######## design 1 ########
**Design 1: I/O pins on the die edge**

(6 px per um) Pins as bars across the die edge, other pins in grey.
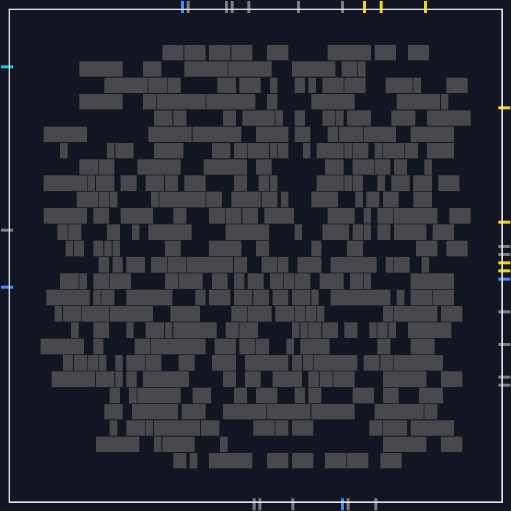

$ cat src/rtl/afficheur_pkg.sv
// Shared glyph codes, segment patterns and frame layout for the 4-digit display path.
package afficheur_pkg;

  localparam int unsigned CODE_W   = 4;
  localparam int unsigned SEG_W    = 7;
  localparam int unsigned DIGITS   = 4;
  localparam int unsigned IDX_W    = 2;

  localparam logic [CODE_W-1:0] CODE_BLANK = 4'd15;
  localparam logic [CODE_W-1:0] CODE_D     = 4'd14;

  // Segment order {g,f,e,d,c,b,a}, active-low.
  localparam logic [SEG_W-1:0] SEG_BLANK = 7'b1111111;
  localparam logic [SEG_W-1:0] SEG_D     = 7'b0100001;

  localparam logic [SEG_W-1:0] SEG_TABLE [16] = '{
    7'b1000000,  // 0
    7'b1111001,  // 1
    7'b0100100,  // 2
    7'b0110000,  // 3
    7'b0011001,  // 4
    7'b0010010,  // 5
    7'b0000010,  // 6
    7'b1111000,  // 7
    7'b0000000,  // 8
    7'b0010000,  // 9
    SEG_BLANK,   // 10
    SEG_BLANK,   // 11
    SEG_BLANK,   // 12
    SEG_BLANK,   // 13
    SEG_D,       // 14
    SEG_BLANK    // 15
  };

  // One displayed frame: four glyph codes, digit 0 in the low nibble.
  typedef struct packed {
    logic [CODE_W-1:0] d;
    logic [CODE_W-1:0] cent;
    logic [CODE_W-1:0] diz;
    logic [CODE_W-1:0] unit;
  } frame_t;

  localparam frame_t FRAME_BLANK = '{
    d:    CODE_BLANK,
    cent: CODE_BLANK,
    diz:  CODE_BLANK,
    unit: CODE_BLANK
  };

  // Select the glyph code shown in digit slot idx.
  function automatic logic [CODE_W-1:0] frame_code(input frame_t f, input logic [IDX_W-1:0] idx);
    logic [CODE_W-1:0] code;
    case (idx)
      2'd0:    code = f.unit;
      2'd1:    code = f.diz;
      2'd2:    code = f.cent;
      default: code = f.d;
    endcase
    return code;
  endfunction

  // Active-low digit enable with only slot idx lit.
  function automatic logic [DIGITS-1:0] digit_an(input logic [IDX_W-1:0] idx);
    return ~(DIGITS'(1) << idx);
  endfunction

endpackage

$ cat src/rtl/afficheur_mux_dec7seg.sv
// Combinational glyph-code to active-low 7-segment decoder.
module dec7seg
  import afficheur_pkg::*;
(
  input  logic [CODE_W-1:0] code_i,
  output logic [SEG_W-1:0]  seg_o
);

  // Table lookup; unused codes map to dark in the shared table.
  always_comb begin
    seg_o = SEG_TABLE[code_i];
  end

endmodule

$ cat src/rtl/afficheur_mux.sv
// Time-multiplexed 4-digit 7-segment driver with per-frame input snapshot.
module afficheur_mux
  import afficheur_pkg::*;
#(
  parameter int unsigned SCAN_DIV = 50000
) (
  input  logic              clk,
  input  logic              rst,
  input  logic [CODE_W-1:0] unit,
  input  logic [CODE_W-1:0] diz,
  input  logic [CODE_W-1:0] cent,
  input  logic [CODE_W-1:0] d,
  input  logic              blank,
  output logic [DIGITS-1:0] an,
  output logic [SEG_W-1:0]  seg
);

  localparam int unsigned     CNT_W   = (SCAN_DIV > 2) ? $clog2(SCAN_DIV) : 1;
  localparam logic [CNT_W-1:0] CNT_MAX = CNT_W'(SCAN_DIV - 1);

  logic [CNT_W-1:0]  cnt_q, cnt_d;
  logic [IDX_W-1:0]  idx_q, idx_d;
  frame_t            frame_q, frame_d;
  logic [DIGITS-1:0] an_q, an_d;
  logic [SEG_W-1:0]  seg_q, seg_d;

  logic              tick_c;
  logic              wrap_c;
  logic [CODE_W-1:0] code_c;
  logic [SEG_W-1:0]  glyph_c;

  // Glyph for the slot about to be shown, taken from the frame being latched.
  dec7seg u_dec (
    .code_i (code_c),
    .seg_o  (glyph_c)
  );

  // Prescaler, slot index and frame snapshot next-state.
  always_comb begin
    tick_c  = (cnt_q == CNT_MAX);
    wrap_c  = tick_c && (idx_q == IDX_W'(DIGITS - 1));
    cnt_d   = tick_c ? '0 : cnt_q + CNT_W'(1);
    idx_d   = tick_c ? idx_q + IDX_W'(1) : idx_q;
    frame_d = frame_q;
    if (wrap_c) begin
      frame_d = '{d: d, cent: cent, diz: diz, unit: unit};
    end
    code_c  = frame_code(frame_d, idx_d);
  end

  // Output next-state: dark while blanked, otherwise refreshed only on a tick.
  always_comb begin
    an_d  = an_q;
    seg_d = seg_q;
    if (blank) begin
      an_d  = '1;
      seg_d = SEG_BLANK;
    end else if (tick_c) begin
      an_d  = digit_an(idx_d);
      seg_d = glyph_c;
    end
  end

  // State and output registers; reset parks on the last slot so the first tick wraps.
  always_ff @(posedge clk) begin
    if (rst) begin
      cnt_q   <= '0;
      idx_q   <= IDX_W'(DIGITS - 1);
      frame_q <= FRAME_BLANK;
      an_q    <= '1;
      seg_q   <= SEG_BLANK;
    end else begin
      cnt_q   <= cnt_d;
      idx_q   <= idx_d;
      frame_q <= frame_d;
      an_q    <= an_d;
      seg_q   <= seg_d;
    end
  end

  assign an  = an_q;
  assign seg = seg_q;

endmodule

$ cat config.mk
export PLATFORM = sky130hd
export DESIGN_NAME = afficheur_mux
export DESIGN_NICKNAME = d
export VERILOG_FILES = /design/src/rtl/afficheur_pkg.sv /design/src/rtl/afficheur_mux_dec7seg.sv /design/src/rtl/afficheur_mux.sv
export SDC_FILE = /design/constraint.sdc
export NUM_CORES = 1
export LEC_CHECK = 0
export CORE_MARGIN = 5
export CORE_UTILIZATION = 48
export CTS_CLUSTER_DIAMETER = 100
export DETAILED_ROUTE_END_ITERATION = 6
export MAX_ROUTING_LAYER = met4
export PLACE_DENSITY_LB_ADDON = 0.1
export SLEW_MARGIN = 10
export SYNTH_ARGS = -nofsm -noshare
export SYNTH_HDL_FRONTEND = slang
export SYNTH_SLANG_ARGS = --single-unit
$ cat constraint.sdc
create_clock -name clk -period 3.1 [get_ports clk]
set_clock_uncertainty 0.2 [all_clocks]
set_input_delay 0.465 -clock clk [delete_from_list [all_inputs] [get_ports clk]]
set_output_delay 0.465 -clock clk [all_outputs]
set_load 0.005 [all_outputs]
######## design 2 ########
$ cat config.mk
export PLATFORM = sky130hd
export DESIGN_NAME = ks_multiword_add_seq_flat
export DESIGN_NICKNAME = d
export VERILOG_FILES = /design/src/rtl/ks_multiword_add_seq_if.sv /design/src/rtl/ks_multiword_add_seq.sv /design/src/flat_wrapper.sv
export SDC_FILE = /design/constraint.sdc
export NUM_CORES = 1
export LEC_CHECK = 0
export CELL_PAD_IN_SITES_DETAIL_PLACEMENT = 1
export CELL_PAD_IN_SITES_GLOBAL_PLACEMENT = 2
export CORE_UTILIZATION = 28
export CTS_CLUSTER_DIAMETER = 100
export DETAILED_ROUTE_END_ITERATION = 8
export PLACE_DENSITY = 0.83
export SYNTH_ARGS = -nofsm -noshare
export SYNTH_HDL_FRONTEND = slang
export SYNTH_SLANG_ARGS = --single-unit
export TNS_END_PERCENT = 1
$ cat constraint.sdc
create_clock -name clk -period 2.85 [get_ports clk]
set_input_delay 0.7125 -clock clk [delete_from_list [all_inputs] [get_ports clk]]
set_output_delay 0.7125 -clock clk [all_outputs]
set_load 0.005 [all_outputs]
$ cat src/rtl/ks_multiword_add_seq_if.sv
// Bundles the requester handshake, the slice-adder bus and the result
// handshake of the multi-word add/subtract sequencer into one interface.
interface ks_multiword_add_seq_if #(
  parameter int SLICE_W  = 8,
  parameter int N_SLICES = 4
);
  localparam int W = SLICE_W * N_SLICES;

  // Request side
  logic               start;
  logic               in_ready;
  logic               sub;
  logic [W-1:0]       a;
  logic [W-1:0]       b;
  logic               cin;

  // External combinational slice adder
  logic [SLICE_W-1:0] ad_a;
  logic [SLICE_W-1:0] ad_b;
  logic               ad_cin;
  logic               ad_en;
  logic [SLICE_W-1:0] ad_sum;
  logic               ad_cout;

  // Result side
  logic [W-1:0]       result;
  logic               cout;
  logic               ovf;
  logic               out_valid;
  logic               out_ready;

  // Sequencer view
  modport slave (
    input  start, sub, a, b, cin, ad_sum, ad_cout, out_ready,
    output in_ready, ad_a, ad_b, ad_cin, ad_en, result, cout, ovf, out_valid
  );

  // Requester / adder / consumer view
  modport master (
    output start, sub, a, b, cin, ad_sum, ad_cout, out_ready,
    input  in_ready, ad_a, ad_b, ad_cin, ad_en, result, cout, ovf, out_valid
  );
endinterface

$ cat src/rtl/ks_multiword_add_seq.sv
// Wide add/subtract built by time-multiplexing one external SLICE_W-bit
// Kogge-Stone adder over N_SLICES operand slices, LSB slice first. The
// carry between slices lives in r_carry; subtraction is A + ~B + 1.
module ks_multiword_add_seq #(
  parameter int SLICE_W  = 8,
  parameter int N_SLICES = 4
) (
  input  logic                  clk,
  input  logic                  rst,
  ks_multiword_add_seq_if.slave bus
);
  localparam int W     = SLICE_W * N_SLICES;
  localparam int IDX_W = (N_SLICES > 1) ? $clog2(N_SLICES) : 1;
  localparam logic [IDX_W-1:0] LAST_IDX = IDX_W'(N_SLICES - 1);

  typedef enum logic [1:0] {
    S_IDLE = 2'd0,
    S_RUN  = 2'd1,
    S_DONE = 2'd2
  } state_t;

  state_t             r_state;
  state_t             w_state_next;

  logic [W-1:0]       r_a;
  logic [W-1:0]       r_b;
  logic               r_sub;
  logic               r_carry;
  logic [IDX_W-1:0]   r_idx;
  logic [W-1:0]       r_result;
  logic               r_cout;
  logic               r_ovf;

  logic               w_accept;
  logic               w_in_ready;
  logic               w_out_valid;
  logic               w_ad_en;
  logic [SLICE_W-1:0] w_ad_a;
  logic [SLICE_W-1:0] w_ad_b;
  logic               w_ad_cin;
  logic               w_last;
  logic               w_ovf_slice;

  logic [SLICE_W-1:0] w_a_slices [N_SLICES];
  logic [SLICE_W-1:0] w_b_slices [N_SLICES];

  // Split the captured operands into per-slice views for the RUN mux
  generate
    for (genvar gi = 0; gi < N_SLICES; gi++) begin : g_slice
      assign w_a_slices[gi] = r_a[gi*SLICE_W +: SLICE_W];
      assign w_b_slices[gi] = r_b[gi*SLICE_W +: SLICE_W];
    end
  endgenerate

  assign w_last = (r_idx == LAST_IDX);

  // Signed overflow is decided on the top slice only: operands (B already
  // inverted for sub) agree in sign but the sum's sign differs.
  assign w_ovf_slice = (w_ad_a[SLICE_W-1] == w_ad_b[SLICE_W-1]) &&
                       (bus.ad_sum[SLICE_W-1] != w_ad_a[SLICE_W-1]);

  // State register
  always_ff @(posedge clk) begin
    if (rst) begin
      r_state <= S_IDLE;
    end else begin
      r_state <= w_state_next;
    end
  end

  // Next-state logic and state-decoded outputs, adder bus driven only in RUN
  always_comb begin
    w_state_next = r_state;
    w_accept     = 1'b0;
    w_in_ready   = 1'b0;
    w_out_valid  = 1'b0;
    w_ad_en      = 1'b0;
    w_ad_a       = '0;
    w_ad_b       = '0;
    w_ad_cin     = 1'b0;
    case (r_state)
      S_IDLE: begin
        w_in_ready = 1'b1;
        if (bus.start) begin
          w_accept     = 1'b1;
          w_state_next = S_RUN;
        end
      end
      S_RUN: begin
        w_ad_en  = 1'b1;
        w_ad_a   = w_a_slices[r_idx];
        w_ad_b   = r_sub ? ~w_b_slices[r_idx] : w_b_slices[r_idx];
        w_ad_cin = r_carry;
        if (w_last) begin
          w_state_next = S_DONE;
        end
      end
      S_DONE: begin
        w_out_valid = 1'b1;
        if (bus.out_ready) begin
          w_state_next = S_IDLE;
        end
      end
      default: begin
        w_state_next = S_IDLE;
      end
    endcase
  end

  // Datapath: capture operands on acceptance, then fold one slice per cycle
  always_ff @(posedge clk) begin
    if (rst) begin
      r_a      <= '0;
      r_b      <= '0;
      r_sub    <= 1'b0;
      r_carry  <= 1'b0;
      r_idx    <= '0;
      r_result <= '0;
      r_cout   <= 1'b0;
      r_ovf    <= 1'b0;
    end else if (w_accept) begin
      r_a      <= bus.a;
      r_b      <= bus.b;
      r_sub    <= bus.sub;
      r_carry  <= bus.sub ? 1'b1 : bus.cin;
      r_idx    <= '0;
      r_result <= '0;
    end else if (r_state == S_RUN) begin
      for (int i = 0; i < N_SLICES; i++) begin
        if (r_idx == IDX_W'(i)) begin
          r_result[i*SLICE_W +: SLICE_W] <= bus.ad_sum;
        end
      end
      r_carry <= bus.ad_cout;
      if (w_last) begin
        r_cout <= bus.ad_cout;
        r_ovf  <= w_ovf_slice;
        r_idx  <= '0;
      end else begin
        r_idx  <= r_idx + IDX_W'(1);
      end
    end
  end

  assign bus.in_ready  = w_in_ready;
  assign bus.out_valid = w_out_valid;
  assign bus.ad_en     = w_ad_en;
  assign bus.ad_a      = w_ad_a;
  assign bus.ad_b      = w_ad_b;
  assign bus.ad_cin    = w_ad_cin;
  assign bus.result    = r_result;
  assign bus.cout      = r_cout;
  assign bus.ovf       = r_ovf;
endmodule

$ cat src/flat_wrapper.sv
// flat-port wrapper written by rule: the top's interface ports become plain ports
module ks_multiword_add_seq_flat 
#(
  parameter int SLICE_W  = 8,
  parameter int N_SLICES = 4
)
  (clk, rst, bus_start, bus_sub, bus_a, bus_b, bus_cin, bus_ad_sum, bus_ad_cout, bus_out_ready, bus_in_ready, bus_ad_a, bus_ad_b, bus_ad_cin, bus_ad_en, bus_result, bus_cout, bus_ovf, bus_out_valid);
  ks_multiword_add_seq_if #(.SLICE_W(SLICE_W), .N_SLICES(N_SLICES)) bus_i ();
  input  logic clk;
  input  logic rst;
  input wire logic [$bits(bus_i.start)-1:0] bus_start;
  input wire logic [$bits(bus_i.sub)-1:0] bus_sub;
  input wire logic [$bits(bus_i.a)-1:0] bus_a;
  input wire logic [$bits(bus_i.b)-1:0] bus_b;
  input wire logic [$bits(bus_i.cin)-1:0] bus_cin;
  input wire logic [$bits(bus_i.ad_sum)-1:0] bus_ad_sum;
  input wire logic [$bits(bus_i.ad_cout)-1:0] bus_ad_cout;
  input wire logic [$bits(bus_i.out_ready)-1:0] bus_out_ready;
  output wire logic [$bits(bus_i.in_ready)-1:0] bus_in_ready;
  output wire logic [$bits(bus_i.ad_a)-1:0] bus_ad_a;
  output wire logic [$bits(bus_i.ad_b)-1:0] bus_ad_b;
  output wire logic [$bits(bus_i.ad_cin)-1:0] bus_ad_cin;
  output wire logic [$bits(bus_i.ad_en)-1:0] bus_ad_en;
  output wire logic [$bits(bus_i.result)-1:0] bus_result;
  output wire logic [$bits(bus_i.cout)-1:0] bus_cout;
  output wire logic [$bits(bus_i.ovf)-1:0] bus_ovf;
  output wire logic [$bits(bus_i.out_valid)-1:0] bus_out_valid;
  assign bus_i.start = bus_start;
  assign bus_i.sub = bus_sub;
  assign bus_i.a = bus_a;
  assign bus_i.b = bus_b;
  assign bus_i.cin = bus_cin;
  assign bus_i.ad_sum = bus_ad_sum;
  assign bus_i.ad_cout = bus_ad_cout;
  assign bus_i.out_ready = bus_out_ready;
  assign bus_in_ready = bus_i.in_ready;
  assign bus_ad_a = bus_i.ad_a;
  assign bus_ad_b = bus_i.ad_b;
  assign bus_ad_cin = bus_i.ad_cin;
  assign bus_ad_en = bus_i.ad_en;
  assign bus_result = bus_i.result;
  assign bus_cout = bus_i.cout;
  assign bus_ovf = bus_i.ovf;
  assign bus_out_valid = bus_i.out_valid;
  ks_multiword_add_seq #(.SLICE_W(SLICE_W), .N_SLICES(N_SLICES)) u_core (.clk(clk), .rst(rst), .bus(bus_i));
endmodule
######## design 3 ########
### config.mk
export PLATFORM = sky130hd
export DESIGN_NAME = exec_unit
export DESIGN_NICKNAME = d
export VERILOG_FILES = /design/src/rtl/exec_pkg.sv /design/src/rtl/mul8_seq.sv /design/src/rtl/exec_unit.sv
export SDC_FILE = /design/constraint.sdc
export NUM_CORES = 1
export LEC_CHECK = 0
export CAP_MARGIN = 20
export CORE_UTILIZATION = 45
export DETAILED_ROUTE_END_ITERATION = 7
export GPL_TIMING_DRIVEN = 0
export PLACE_DENSITY_LB_ADDON = 0.3
export SLEW_MARGIN = 10
export SYNTH_ARGS = -nofsm -noshare
export SYNTH_HDL_FRONTEND = slang
export SYNTH_SLANG_ARGS = --single-unit
### constraint.sdc
create_clock -name i_clk -period 2.8 [get_ports i_clk]
set_clock_uncertainty 0.15 [all_clocks]
set_input_delay 0.56 -clock i_clk [delete_from_list [all_inputs] [get_ports i_clk]]
set_output_delay 0.56 -clock i_clk [all_outputs]
set_load 0.1 [all_outputs]
### src/rtl/exec_pkg.sv
// Shared opcode constants and FSM state encoding for the execution unit.
package exec_pkg;

    typedef enum logic [1:0] {
        ST_IDLE = 2'd0,
        ST_READ = 2'd1,
        ST_EXEC = 2'd2,
        ST_WB   = 2'd3
    } state_t;

    localparam logic [2:0] OP_ADD = 3'd0;
    localparam logic [2:0] OP_SUB = 3'd1;
    localparam logic [2:0] OP_AND = 3'd2;
    localparam logic [2:0] OP_OR  = 3'd3;
    localparam logic [2:0] OP_XOR = 3'd4;
    localparam logic [2:0] OP_SHL = 3'd5;
    localparam logic [2:0] OP_SHR = 3'd6;
    localparam logic [2:0] OP_MUL = 3'd7;

endpackage

### src/rtl/mul8_seq.sv
// 8x8 sequential shift-add multiplier: one partial product per cycle, eight cycles total.
module mul8_seq
    import exec_pkg::*;
(
    input  logic        clk,
    input  logic        rst,
    input  logic        start,
    input  logic [7:0]  a,
    input  logic [7:0]  b,
    output logic        last,
    output logic [15:0] product
);

    logic [15:0] acc_r;
    logic [15:0] mcand_r;
    logic [7:0]  mplier_r;
    logic [2:0]  cnt_r;
    logic        busy_r;
    logic [15:0] acc_sum_s;

    // Accumulator including this cycle's partial product, so the caller can register it on the final step.
    always_comb begin
        if (mplier_r[0]) begin
            acc_sum_s = acc_r + mcand_r;
        end else begin
            acc_sum_s = acc_r;
        end
    end

    assign product = acc_sum_s;
    assign last    = busy_r && (cnt_r == 3'd7);

    // Iteration state: load on start, then shift multiplicand left and multiplier right each step.
    always_ff @(posedge clk or posedge rst) begin
        if (rst) begin
            acc_r    <= 16'd0;
            mcand_r  <= 16'd0;
            mplier_r <= 8'd0;
            cnt_r    <= 3'd0;
            busy_r   <= 1'b0;
        end else if (start) begin
            acc_r    <= 16'd0;
            mcand_r  <= {8'd0, a};
            mplier_r <= b;
            cnt_r    <= 3'd0;
            busy_r   <= 1'b1;
        end else if (busy_r) begin
            acc_r    <= acc_sum_s;
            mcand_r  <= {mcand_r[14:0], 1'b0};
            mplier_r <= {1'b0, mplier_r[7:1]};
            cnt_r    <= cnt_r + 3'd1;
            busy_r   <= (cnt_r != 3'd7);
        end else begin
            acc_r    <= acc_r;
            mcand_r  <= mcand_r;
            mplier_r <= mplier_r;
            cnt_r    <= cnt_r;
            busy_r   <= busy_r;
        end
    end

endmodule

### src/rtl/exec_unit.sv
// Multi-cycle execution unit: fetch two register operands, run an 8-bit ALU or multiply, write back.
module exec_unit
    import exec_pkg::*;
(
    input  logic       i_clk,
    input  logic       i_rst,
    input  logic       i_valid,
    output logic       o_ready,
    input  logic [2:0] i_op,
    input  logic [2:0] i_rd,
    input  logic [2:0] i_rs1,
    input  logic [2:0] i_rs2,
    output logic [2:0] o_addr1,
    output logic [2:0] o_addr2,
    input  logic [7:0] i_data1,
    input  logic [7:0] i_data2,
    output logic [2:0] o_addrwr,
    output logic       o_rw,
    output logic [7:0] o_dataIn,
    output logic       o_zero,
    output logic       o_carry,
    output logic       o_done
);

    state_t      state_r;
    logic [2:0]  op_r;
    logic [2:0]  rd_r;
    logic [7:0]  opa_r;
    logic [7:0]  opb_r;
    logic [7:0]  res_s;
    logic        carry_s;
    logic        mul_start_s;
    logic        mul_last_s;
    logic [15:0] mul_product_s;

    // The multiplier takes its operands straight from the read port as READ ends.
    assign mul_start_s = (state_r == ST_READ) && (op_r == OP_MUL);

    mul8_seq u_mul (
        .clk     (i_clk),
        .rst     (i_rst),
        .start   (mul_start_s),
        .a       (i_data1),
        .b       (i_data2),
        .last    (mul_last_s),
        .product (mul_product_s)
    );

    // Result and carry for the latched opcode and captured operands.
    always_comb begin
        res_s   = 8'd0;
        carry_s = 1'b0;
        case (op_r)
            OP_ADD:  {carry_s, res_s} = {1'b0, opa_r} + {1'b0, opb_r};
            OP_SUB:  begin res_s = opa_r - opb_r;         carry_s = (opa_r < opb_r); end
            OP_AND:  begin res_s = opa_r & opb_r;         carry_s = 1'b0; end
            OP_OR:   begin res_s = opa_r | opb_r;         carry_s = 1'b0; end
            OP_XOR:  begin res_s = opa_r ^ opb_r;         carry_s = 1'b0; end
            OP_SHL:  begin res_s = {opa_r[6:0], 1'b0};    carry_s = opa_r[7]; end
            OP_SHR:  begin res_s = {1'b0, opa_r[7:1]};    carry_s = opa_r[0]; end
            OP_MUL:  begin res_s = mul_product_s[7:0];    carry_s = |mul_product_s[15:8]; end
            default: begin res_s = 8'd0;                  carry_s = 1'b0; end
        endcase
    end

    // Control FSM; every output is registered and set on the edge entering the state that owns it.
    always_ff @(posedge i_clk or posedge i_rst) begin
        if (i_rst) begin
            state_r  <= ST_IDLE;
            op_r     <= 3'd0;
            rd_r     <= 3'd0;
            opa_r    <= 8'd0;
            opb_r    <= 8'd0;
            o_ready  <= 1'b1;
            o_addr1  <= 3'd0;
            o_addr2  <= 3'd0;
            o_addrwr <= 3'd0;
            o_rw     <= 1'b0;
            o_dataIn <= 8'd0;
            o_zero   <= 1'b0;
            o_carry  <= 1'b0;
            o_done   <= 1'b0;
        end else begin
            o_rw   <= 1'b0;
            o_done <= 1'b0;
            case (state_r)
                ST_IDLE: begin
                    if (i_valid) begin
                        op_r    <= i_op;
                        rd_r    <= i_rd;
                        o_addr1 <= i_rs1;
                        o_addr2 <= i_rs2;
                        o_ready <= 1'b0;
                        state_r <= ST_READ;
                    end else begin
                        o_ready <= 1'b1;
                    end
                end
                ST_READ: begin
                    opa_r   <= i_data1;
                    opb_r   <= i_data2;
                    state_r <= ST_EXEC;
                end
                ST_EXEC: begin
                    if ((op_r != OP_MUL) || mul_last_s) begin
                        o_rw     <= 1'b1;
                        o_done   <= 1'b1;
                        o_addrwr <= rd_r;
                        o_dataIn <= res_s;
                        o_zero   <= (res_s == 8'd0);
                        o_carry  <= carry_s;
                        state_r  <= ST_WB;
                    end else begin
                        state_r  <= ST_EXEC;
                    end
                end
                ST_WB: begin
                    o_ready <= 1'b1;
                    state_r <= ST_IDLE;
                end
                default: begin
                    o_ready <= 1'b1;
                    state_r <= ST_IDLE;
                end
            endcase
        end
    end

endmodule
######## design 4 ########
<file path="config.mk">
export PLATFORM = sky130hd
export DESIGN_NAME = pb_debounce_array_flat
export DESIGN_NICKNAME = d
export VERILOG_FILES = /design/src/rtl/pb_debounce_pkg.sv /design/src/rtl/pb_debounce_if.sv /design/src/rtl/pb_debounce_chan.sv /design/src/rtl/pb_debounce_array.sv /design/src/flat_wrapper.sv
export SDC_FILE = /design/constraint.sdc
export NUM_CORES = 1
export LEC_CHECK = 0
export ABC_CLOCK_PERIOD_IN_PS = 1800
export CORE_ASPECT_RATIO = 2
export CORE_MARGIN = 4
export CORE_UTILIZATION = 40
export DETAILED_ROUTE_END_ITERATION = 12
export GPL_TIMING_DRIVEN = 0
export PLACE_DENSITY_LB_ADDON = 0.2
export SYNTH_ARGS = -nofsm -noshare
export SYNTH_HDL_FRONTEND = slang
export SYNTH_SLANG_ARGS = --single-unit
</file>
<file path="constraint.sdc">
create_clock -name clkin_50 -period 1.8 [get_ports clkin_50]
set_input_delay 0.18 -clock clkin_50 [delete_from_list [all_inputs] [get_ports clkin_50]]
set_output_delay 0.18 -clock clkin_50 [all_outputs]
set_load 0.02 [all_outputs]
</file>
<file path="src/rtl/pb_debounce_pkg.sv">
// Shared types and constants for the push-button debounce array.
// Optional auto-repeat is enabled by defining PB_REPEAT_EN.
package pb_debounce_pkg;

    localparam int unsigned DEF_NUM_CH          = 4;
    localparam int unsigned DEF_DEBOUNCE_CYCLES = 500000;
    localparam int unsigned DEF_ACTIVE_LOW      = 1;
    localparam int unsigned DEF_REPEAT_DELAY    = 25000000;
    localparam int unsigned DEF_REPEAT_PERIOD   = 5000000;

    typedef enum logic [1:0] {
        StReleased,
        StChkPress,
        StPressed,
        StChkRelease
    } pb_state_e;

    // Width that holds the largest of the three terminal counts without wrapping.
    function automatic int unsigned cnt_width(input int unsigned a,
                                              input int unsigned b,
                                              input int unsigned c);
        int unsigned m;
        m = a;
        if (b > m) m = b;
        if (c > m) m = c;
        return $clog2(m + 1);
    endfunction

endpackage

</file>
<file path="src/rtl/pb_debounce_if.sv">
// Bundle of raw button inputs and debounced outputs for pb_debounce_array.
// pb_repeat only carries pulses when PB_REPEAT_EN is defined.
interface pb_debounce_if #(
    parameter int unsigned NUM_CH = pb_debounce_pkg::DEF_NUM_CH
);
    logic [NUM_CH-1:0] pb_raw;
    logic [NUM_CH-1:0] pb_level;
    logic [NUM_CH-1:0] pb_press;
    logic [NUM_CH-1:0] pb_release;
    logic [NUM_CH-1:0] pb_repeat;
    logic              any_event;

    modport master (
        output pb_raw,
        input  pb_level, pb_press, pb_release, pb_repeat, any_event
    );

    modport slave (
        input  pb_raw,
        output pb_level, pb_press, pb_release, pb_repeat, any_event
    );
endinterface

</file>
<file path="src/rtl/pb_debounce_chan.sv">
// One push-button channel: 2-flop synchroniser, debounce FSM and, when
// PB_REPEAT_EN is defined, a hold counter generating auto-repeat pulses.
module pb_debounce_chan
    import pb_debounce_pkg::*;
#(
    parameter int unsigned DEBOUNCE_CYCLES = DEF_DEBOUNCE_CYCLES,
    parameter int unsigned ACTIVE_LOW      = DEF_ACTIVE_LOW,
    parameter int unsigned REPEAT_DELAY    = DEF_REPEAT_DELAY,
    parameter int unsigned REPEAT_PERIOD   = DEF_REPEAT_PERIOD
) (
    input  logic clkin_50,
    input  logic rst,
    input  logic pb_raw,
    output logic pb_level,
    output logic pb_press,
    output logic pb_release,
    output logic pb_repeat
);

    localparam int unsigned   CW           = cnt_width(DEBOUNCE_CYCLES, REPEAT_DELAY,
                                                       REPEAT_PERIOD);
    localparam logic [CW-1:0] DB_LAST      = CW'(DEBOUNCE_CYCLES - 1);
    localparam logic          RELEASED_RAW = (ACTIVE_LOW != 0);

    logic sync1_q, sync2_q, pressed;

    always_ff @(posedge clkin_50) begin
        if (rst) begin
            sync1_q <= RELEASED_RAW;
            sync2_q <= RELEASED_RAW;
        end else begin
            sync1_q <= pb_raw;
            sync2_q <= sync1_q;
        end
    end

    assign pressed = sync2_q ^ RELEASED_RAW;

    pb_state_e     state_q, state_d;
    logic [CW-1:0] cnt_q, cnt_d;
    logic          level_q, level_d;
    logic          press_q, press_d;
    logic          rel_q, rel_d;

    always_ff @(posedge clkin_50) begin
        if (rst) begin
            state_q <= StReleased;
            cnt_q   <= '0;
            level_q <= 1'b0;
            press_q <= 1'b0;
            rel_q   <= 1'b0;
        end else begin
            state_q <= state_d;
            cnt_q   <= cnt_d;
            level_q <= level_d;
            press_q <= press_d;
            rel_q   <= rel_d;
        end
    end

    always_comb begin
        state_d = state_q;
        cnt_d   = cnt_q;
        level_d = level_q;
        press_d = 1'b0;
        rel_d   = 1'b0;
        unique case (state_q)
            StReleased: begin
                if (pressed) begin
                    state_d = StChkPress;
                    cnt_d   = CW'(1);
                end else begin
                    cnt_d = '0;
                end
            end
            StChkPress: begin
                if (!pressed) begin
                    state_d = StReleased;
                    cnt_d   = '0;
                end else if (cnt_q == DB_LAST) begin
                    state_d = StPressed;
                    cnt_d   = '0;
                    level_d = 1'b1;
                    press_d = 1'b1;
                end else begin
                    cnt_d = (cnt_q == '1) ? cnt_q : cnt_q + CW'(1);
                end
            end
            StPressed: begin
                if (!pressed) begin
                    state_d = StChkRelease;
                    cnt_d   = CW'(1);
                end else begin
                    cnt_d = '0;
                end
            end
            StChkRelease: begin
                if (pressed) begin
                    state_d = StPressed;
                    cnt_d   = '0;
                end else if (cnt_q == DB_LAST) begin
                    state_d = StReleased;
                    cnt_d   = '0;
                    level_d = 1'b0;
                    rel_d   = 1'b1;
                end else begin
                    cnt_d = (cnt_q == '1) ? cnt_q : cnt_q + CW'(1);
                end
            end
            default: begin
                state_d = StReleased;
                cnt_d   = '0;
            end
        endcase
    end

    assign pb_level   = level_q;
    assign pb_press   = press_q;
    assign pb_release = rel_q;

`ifdef PB_REPEAT_EN
    localparam logic [CW-1:0] RPT_DELAY  = CW'(REPEAT_DELAY);
    localparam logic [CW-1:0] RPT_PERIOD = CW'(REPEAT_PERIOD);

    logic [CW-1:0] hold_q, hold_d;
    logic          first_q, first_d;
    logic          rep_q, rep_d;

    always_ff @(posedge clkin_50) begin
        if (rst) begin
            hold_q  <= '0;
            first_q <= 1'b1;
            rep_q   <= 1'b0;
        end else begin
            hold_q  <= hold_d;
            first_q <= first_d;
            rep_q   <= rep_d;
        end
    end

    // Hold count only advances while stable in StPressed, so a release bounce freezes it.
    always_comb begin
        hold_d  = hold_q;
        first_d = first_q;
        rep_d   = 1'b0;
        if (state_q == StChkPress && state_d == StPressed) begin
            hold_d  = CW'(1);
            first_d = 1'b1;
        end else if (state_q == StPressed && pressed) begin
            if (hold_q == (first_q ? RPT_DELAY : RPT_PERIOD)) begin
                rep_d   = 1'b1;
                hold_d  = CW'(1);
                first_d = 1'b0;
            end else if (hold_q != '1) begin
                hold_d = hold_q + CW'(1);
            end
        end
    end

    assign pb_repeat = rep_q;
`else
    assign pb_repeat = 1'b0;
`endif

endmodule

</file>
<file path="src/rtl/pb_debounce_array.sv">
// Array of NUM_CH independent debounced push-buttons plus a registered any_event flag.
// Define PB_REPEAT_EN to enable auto-repeat pulses on pb_repeat.
module pb_debounce_array
    import pb_debounce_pkg::*;
#(
    parameter int unsigned NUM_CH          = DEF_NUM_CH,
    parameter int unsigned DEBOUNCE_CYCLES = DEF_DEBOUNCE_CYCLES,
    parameter int unsigned ACTIVE_LOW      = DEF_ACTIVE_LOW,
    parameter int unsigned REPEAT_DELAY    = DEF_REPEAT_DELAY,
    parameter int unsigned REPEAT_PERIOD   = DEF_REPEAT_PERIOD
) (
    input  logic          clkin_50,
    input  logic          rst,
    pb_debounce_if.slave  bus
);

    logic [NUM_CH-1:0] level, press, rel, rep, rep_evt;
    logic              any_q;

    for (genvar i = 0; i < NUM_CH; i++) begin : g_chan
        pb_debounce_chan #(
            .DEBOUNCE_CYCLES (DEBOUNCE_CYCLES),
            .ACTIVE_LOW      (ACTIVE_LOW),
            .REPEAT_DELAY    (REPEAT_DELAY),
            .REPEAT_PERIOD   (REPEAT_PERIOD)
        ) u_chan (
            .clkin_50   (clkin_50),
            .rst        (rst),
            .pb_raw     (bus.pb_raw[i]),
            .pb_level   (level[i]),
            .pb_press   (press[i]),
            .pb_release (rel[i]),
            .pb_repeat  (rep[i])
        );
    end

`ifdef PB_REPEAT_EN
    assign rep_evt = rep;
`else
    assign rep_evt = '0;
`endif

    always_ff @(posedge clkin_50) begin
        if (rst) begin
            any_q <= 1'b0;
        end else begin
            any_q <= |{press, rel, rep_evt};
        end
    end

    assign bus.pb_level   = level;
    assign bus.pb_press   = press;
    assign bus.pb_release = rel;
    assign bus.pb_repeat  = rep;
    assign bus.any_event  = any_q;

endmodule

</file>
<file path="src/flat_wrapper.sv">
// flat-port wrapper written by rule: the top's interface ports become plain ports
module pb_debounce_array_flat import pb_debounce_pkg::*;
#(
    parameter int unsigned NUM_CH          = DEF_NUM_CH,
    parameter int unsigned DEBOUNCE_CYCLES = DEF_DEBOUNCE_CYCLES,
    parameter int unsigned ACTIVE_LOW      = DEF_ACTIVE_LOW,
    parameter int unsigned REPEAT_DELAY    = DEF_REPEAT_DELAY,
    parameter int unsigned REPEAT_PERIOD   = DEF_REPEAT_PERIOD
)
  (clkin_50, rst, bus_pb_raw, bus_pb_level, bus_pb_press, bus_pb_release, bus_pb_repeat, bus_any_event);
  pb_debounce_if #(.NUM_CH(NUM_CH)) bus_i ();
  input  logic clkin_50;
  input  logic rst;
  input wire logic [$bits(bus_i.pb_raw)-1:0] bus_pb_raw;
  output wire logic [$bits(bus_i.pb_level)-1:0] bus_pb_level;
  output wire logic [$bits(bus_i.pb_press)-1:0] bus_pb_press;
  output wire logic [$bits(bus_i.pb_release)-1:0] bus_pb_release;
  output wire logic [$bits(bus_i.pb_repeat)-1:0] bus_pb_repeat;
  output wire logic [$bits(bus_i.any_event)-1:0] bus_any_event;
  assign bus_i.pb_raw = bus_pb_raw;
  assign bus_pb_level = bus_i.pb_level;
  assign bus_pb_press = bus_i.pb_press;
  assign bus_pb_release = bus_i.pb_release;
  assign bus_pb_repeat = bus_i.pb_repeat;
  assign bus_any_event = bus_i.any_event;
  pb_debounce_array #(.NUM_CH(NUM_CH), .DEBOUNCE_CYCLES(DEBOUNCE_CYCLES), .ACTIVE_LOW(ACTIVE_LOW), .REPEAT_DELAY(REPEAT_DELAY), .REPEAT_PERIOD(REPEAT_PERIOD)) u_core (.clkin_50(clkin_50), .rst(rst), .bus(bus_i));
endmodule
</file>

## Gallery

Metal 2.
Plate I
(4 px per um) Cells faint in the background.
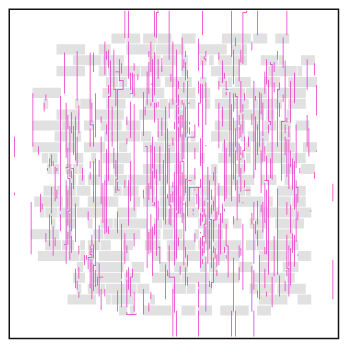
Plate II
(3 px per um) Cells faint in the background.
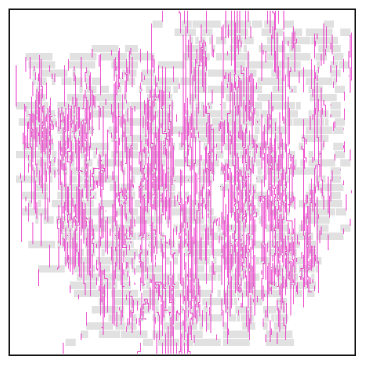
Plate III
(3 px per um) Cells faint in the background.
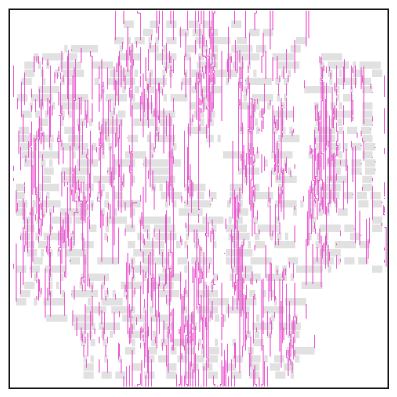
Plate IV
(2 px per um) Cells faint in the background.
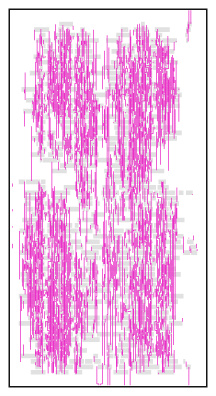
design 1 -> Plate I
design 4 -> Plate IV
design 2 -> Plate III
design 3 -> Plate II
Of these, smallest die: Plate I

**Design 1: cell placement**

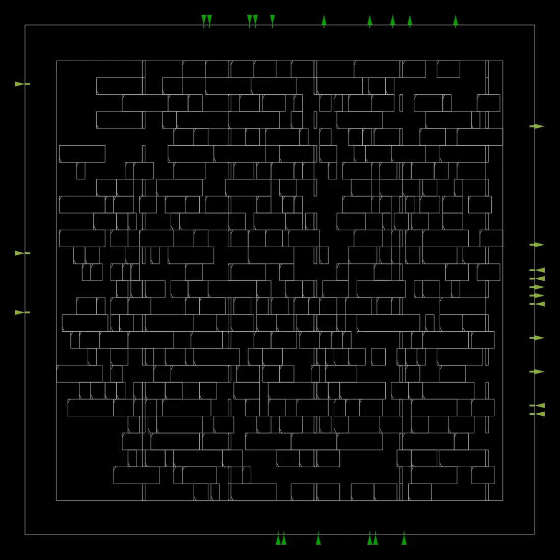
Fillers: 478
Core ar.: 5075 um^2
Core Util, Final: 61.14%

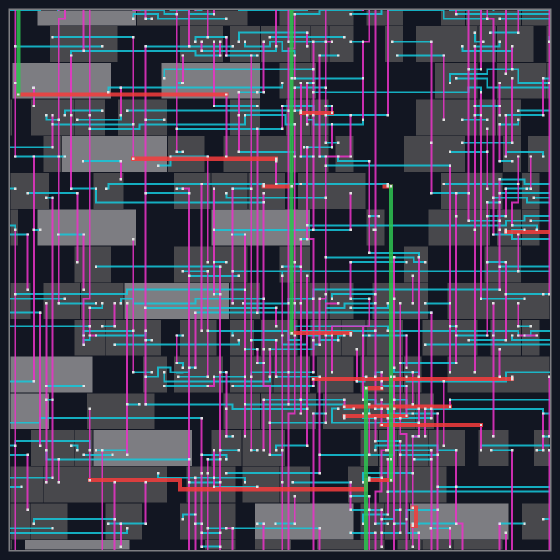
**Above:** design 1 (zoomed window).
Region (21, 21) to (61, 61) um. Cells in grey, sequential cells in the stronger grey; small squares are vias.
- magenta: M2
- cyan: M1
- red: M3
- green: M4
- cells with their middle in the window: 113
- most frequent: buf_4 (19), and2_1 (7), dfxtp_1 (7)
- sequential cells in the window: 10
- netlist names of flops here include: frame_q (6), cnt_q (2), idx_q (2)

About 'I/O pins on the die edge' of design 1:
- blue: diz (pins 4; direction input; edge 1 bottom, 1 left, 1 top, 1 right)
- cyan: clk (pins 1; direction input; edge left)
- yellow: seg (pins 7; direction output; edge 4 right, 3 top)
- all pins by edge: 11 right, 10 top, 6 bottom, 3 left
port bufs: 29
Die Y: 81.92 um
Chip Width: 81.92 um

==> CHANGELOG.md, design 1 <==
### Implementation results

- Normalized max-slew margin: about three fifths
- Buffering overhead: between 10% and 20%
- Area fraction in xor and xnor cells: between 4 and 5%
- Placement Setup Slack: roughly 0.015 ns
- Met2 WL post-DR: between 2000 and 3000 um
- Post-Syn Nets: 286
- Design Area, Final: between 3000 and 4000 um^2
- # Cells Yosys: between 200 and 300
- GRT Max-Usage Layer: met2
- EDFF count, synth: 0
- Syn avg cell area: between 9 and 10 um^2
- Most frequent cell after synthesis: dfxtp_1
- Crit path DRT: ~3.1 ns
- Max Clock Freq: 340.0 MHz
- Run status: finished clean
- Most instantiated logic cells after routing: dfxtp_1 (39), buf_4 (30), clkdlybuf4s50_1 (29), nor2_1 (23), nand2_1 (22)
- Worst Path Buf+Inv: 2
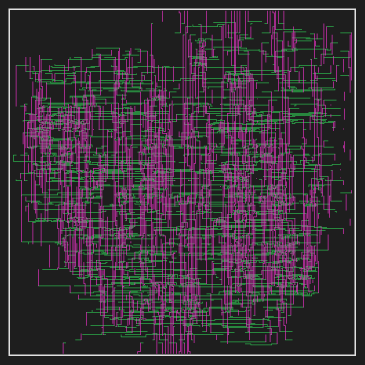
**Above:** design 3 (metal layers overlaid).
(3 px per um) Two of the layers only.
- green: M1 (wire length 6800 um)
- magenta: M2 (wire length 8330 um)
Routed WL per cell: 18.44 um
drt total wl: 16460 um
All-Layer GR Usage: 25.65%
routed vias: 5191

==> CHANGELOG.md, design 3 <==
### Implementation results

- Run status: finished clean
- Post-Syn Nets: 719
- Flops after synth: 89
- Synth area leader: dfrtp_1
- Adder-Cell Fraction of Synth Area: between 10% and 20%
- Final Cycle Share: between 90% and 100%
- EDFF count, synth: 0
- Max Clock Freq: 362.2 MHz
- Worst-path clk slew: ~0.08 ns
- Hold_sp: o_ready$_DFFE_PP1P_
- Clk root buf: clkbuf_16
- Setup TNS: 0 ns
- Routed met1 length: roughly 6800 um
- Comb area: roughly 3500 um^2
- Simple share: about 15%
- Num CTS Buffers: 9
- Storage element area: roughly 2200 um^2
- Clock sink count: 89
- Normalized max-slew margin: 34.09%
- Final Hold Viols: 0
- Tool warnings: 48
- Overflow after GRT: 0
- Comb_multi_in: between 400 and 500
- Met3 wire length: between 900 and 1000 um
- Area leader share: approximately two fifths
- CP Cell Sequence: ha_2 > inv_1 > fa_2 > nor2b_4 > o31ai_4 > nor2b_2 > xnor2_2 > a221oi_2 > nor3_2 > nor3_1 > a32o_1
- Die area: about 13000 um^2
- Period minus WS final: 2.761 ns
- Max cap viols: 0
- Logic inverters: 39
- P&R area growth vs syn: 25.97%
- Synth Seq Share: between 30% and 40%
- Least-Margin Pin Slew: 0.9856 ns
- CP Launch Type: register
- Met2 Track Usage GR: 45.26%
- Worst Path Buf+Inv: 1
- GRT Max-Usage Layer: met2
- Avg Vias per Cell: 5.813
- Io pins: ~53
- Worst R2R Setup Slack: roughly 0.039 ns
- Buffering overhead: a little under an eighth
- DR DRC count: 0
- Top Metal Used: met4
- Dominant Register Cell: dfrtp_1
- Core ar.: 12210 um^2
- Syn avg cell area: 8.972 um^2
- Registers: approximately 89
- Seq/total area: between 30% and 40%
- Core Util, Final: between 50% and 60%
- Total Nets Final: 800
- Crit path max-delay family: simple AND/OR/NAND/NOR gates
- Share of cells above drive strength 1: between 15 and 20%
- # setup viols final: 0
- Row cnt: about 40
- Critical path launch point: u_mul.acc_r[0]$_DFFE_PP0P_
- Final ANT Viol Nets: 0
- Tapcells: ~170
- Crit path depth: 11
- R2R cell count: 11
- Met3 usage: under 10%
- Cells after Synth: about 640
- Drt initial violations: between 300 and 400
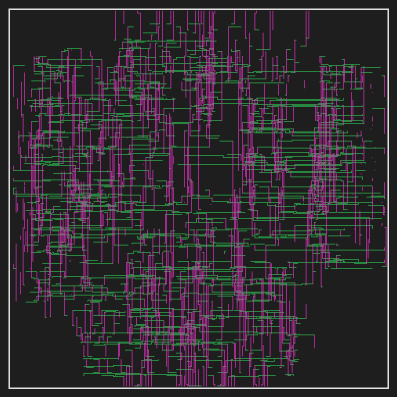
**Above:** design 2 (metal layers overlaid).
(3 px per um) Two of the layers only.
- green: M1 (wire length 5710 um)
- magenta: M2 (wire length 6620 um)
All-Layer GR Usage: 17.21%
drt total wl: 13240 um
routed vias: 3944

==> CHANGELOG.md, design 2 <==
### Implementation results

- Run status: finished, violations left
- Failing checks: negative setup slack
- Normalized max-slew margin: 61.13%
- # setup viols final: 3
- Final Wtd Congestion: 0.7806
- Setup crit end kind: output port
- Comb area: between 2000 and 2500 um^2
- Comb_multi_in: roughly 370
- Top Metal Used: met4
- Max Clock Freq: ~340 MHz
- Seq/total area: ~34%
- Antenna violations before repair: 0
- Clock Latency Late Sink: around 0.35 ns
- Clk cell area share: under 10%
- Tapcells: 184
- Final ANT Viol Nets: 0
- Synthesis warning total: 0
- Die area: about 16000 um^2
- Storage element area: between 2000 and 2500 um^2
- Max-slew violations: 0
- DR DRC count: 0
- Row cnt: 44
- Fin cells: 817
- Num CTS Buffers: 9
- Critical path launch point: u_core.r_idx[0]$_SDFFE_PP0P_
- P&R area growth vs syn: 41.22%
- CP Launch Type: register
- First-pass GRT wire length: about 21000 um
- Placement Setup Slack: 0.2233 ns
- Fin worst setup slack: -0.1002 ns
- WS Path Type: register to output port
- Dominant comb cell: simple AND/OR/NAND/NOR gates
- Avg Vias per Cell: 4.827
- Crit path capture: bus_ad_b[1]
- Chip Area, Yosys: roughly 4300 um^2
- HPWL Detailed: 9919 um
- Final Hold Viols: 0
- Commonest Layout Cell: nand2_1
- Routed WL per cell: 16.21 um
- Area leader share: roughly half
- CTS max path bufs: 2
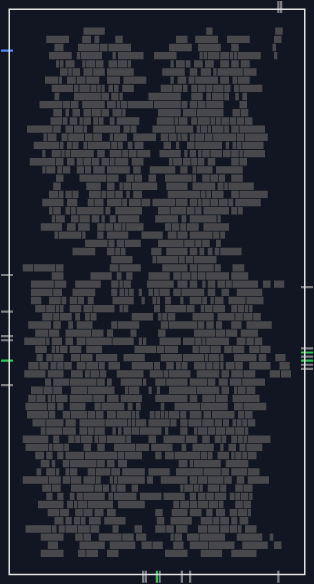
**Above:** design 4 (I/O pins on the die edge).
(3 px per um) Pins as bars across the die edge, other pins in grey.
- blue: clkin_50 (pins 1; direction input; edge left)
- green: bus_pb_press (pins 4; direction output; edge 2 right, 1 left, 1 bottom)
- all pins by edge: 7 right, 7 bottom, 7 left, 2 top
Chip Width: 97.98 um
port bufs: 18
Die Y: 187.9 um

==> CHANGELOG.md, design 4 <==
### Implementation results

- CP max stage cell: or4_1
- Async set or reset register ratio after synthesis: 0%
- Chip Area, Yosys: 6476 um^2
- Max-slew violations: 0
- Total Nets Final: just over 900
- Aoi share: 14.37%
- Fin worst setup slack: -0.1885 ns
- Area leader share: between 30 and 40%
- Row cnt: approximately 65
- Crit path max-delay family: simple AND/OR/NAND/NOR gates
- Met3 usage: 4.058%
- Overflow after GRT: 0
- RSZ-0062 raised after global routing: true
- Seq/total area: between 20% and 30%
- Failing checks: negative setup slack
- Run status: finished, violations left
- Worst Hold Path EP: u_core.g_chan[3].u_chan.sync1_q$_SDFF_PP1_
- Dominant Register Cell: dfxtp_1
- # setup viols final: approximately 70
- Placed Area: roughly 7000 um^2
- Routed vias: 6742


==> notes/layouts.md <==
Pictures saved along the way, in no particular order.

Cell placement.
shot_01.png
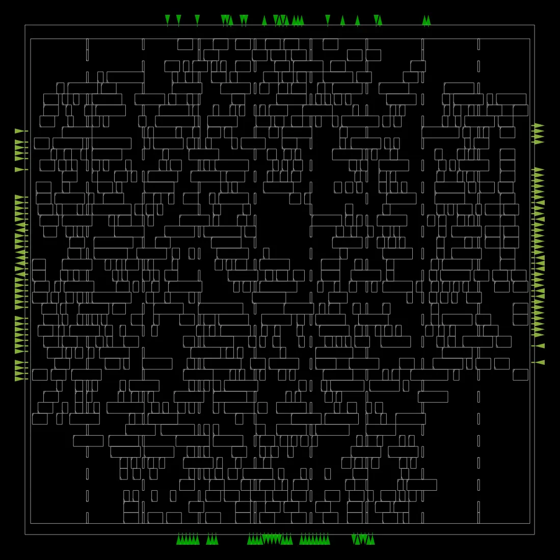
shot_02.png
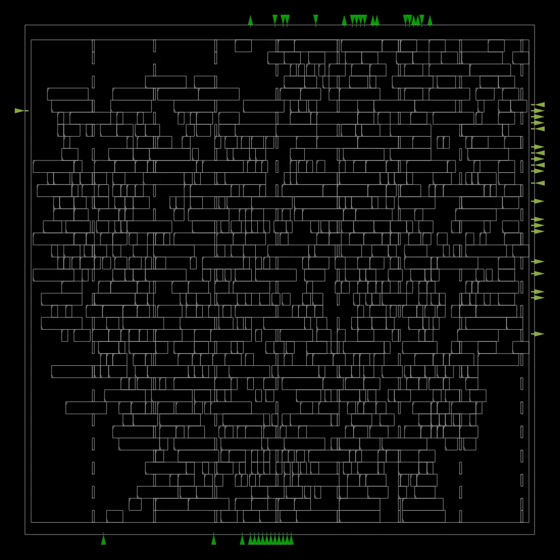
shot_03.png
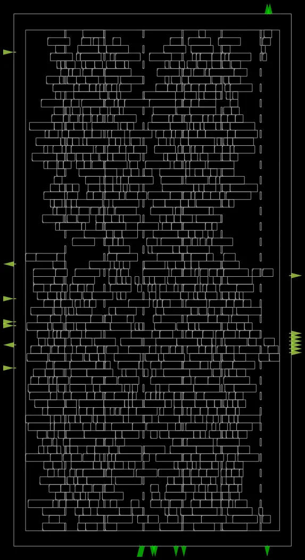
shot_03.png comes from design 4.
shot_02.png comes from design 3.
shot_01.png comes from design 2.
Of these, most cells: shot_03.png
Of these, most sequential cells: shot_03.png


==> screenshots <==
Zoomed window.
(a)
Region (43, 43) to (83, 83) um. Cells in grey, sequential cells in the stronger grey; small squares are vias.
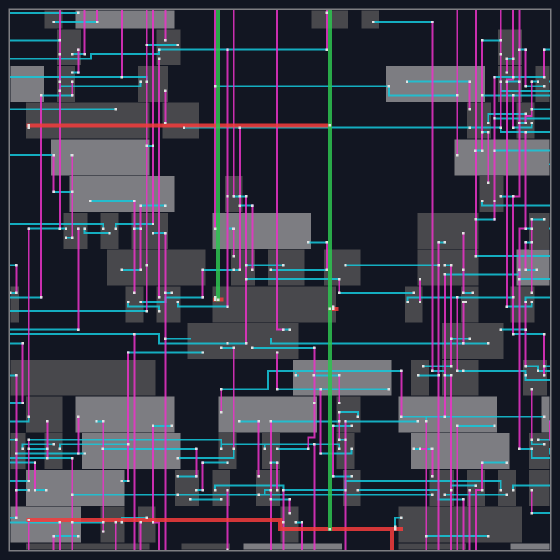
(b)
Region (29, 74) to (69, 114) um. Cells in grey, sequential cells in the stronger grey; small squares are vias.
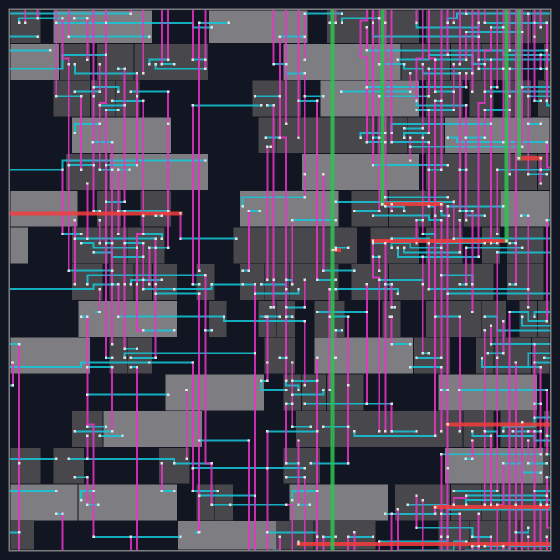
(c)
Region (37, 37) to (77, 77) um. Cells in grey, sequential cells in the stronger grey; small squares are vias.
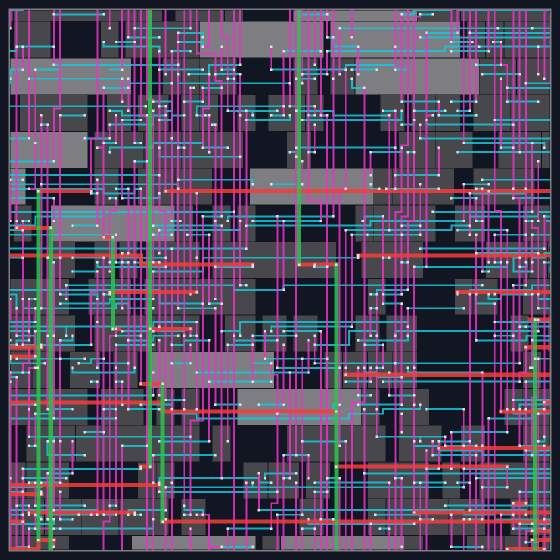
(a) -> design 2
(b) -> design 4
(c) -> design 3

Key to (b):
- green: M4
- cyan: M1
- magenta: M2
- red: M3
- cells with their middle in the window: 107
- netlist names of flops here include: u_core.g_chan.u_chan.cnt_q (7), u_core.g_chan.u_chan.sync1_q (3), u_core.g_chan.u_chan.sync2_q (3)
- sequential cells in the window: 21
- most frequent: dfxtp_1 (17), buf_4 (15)

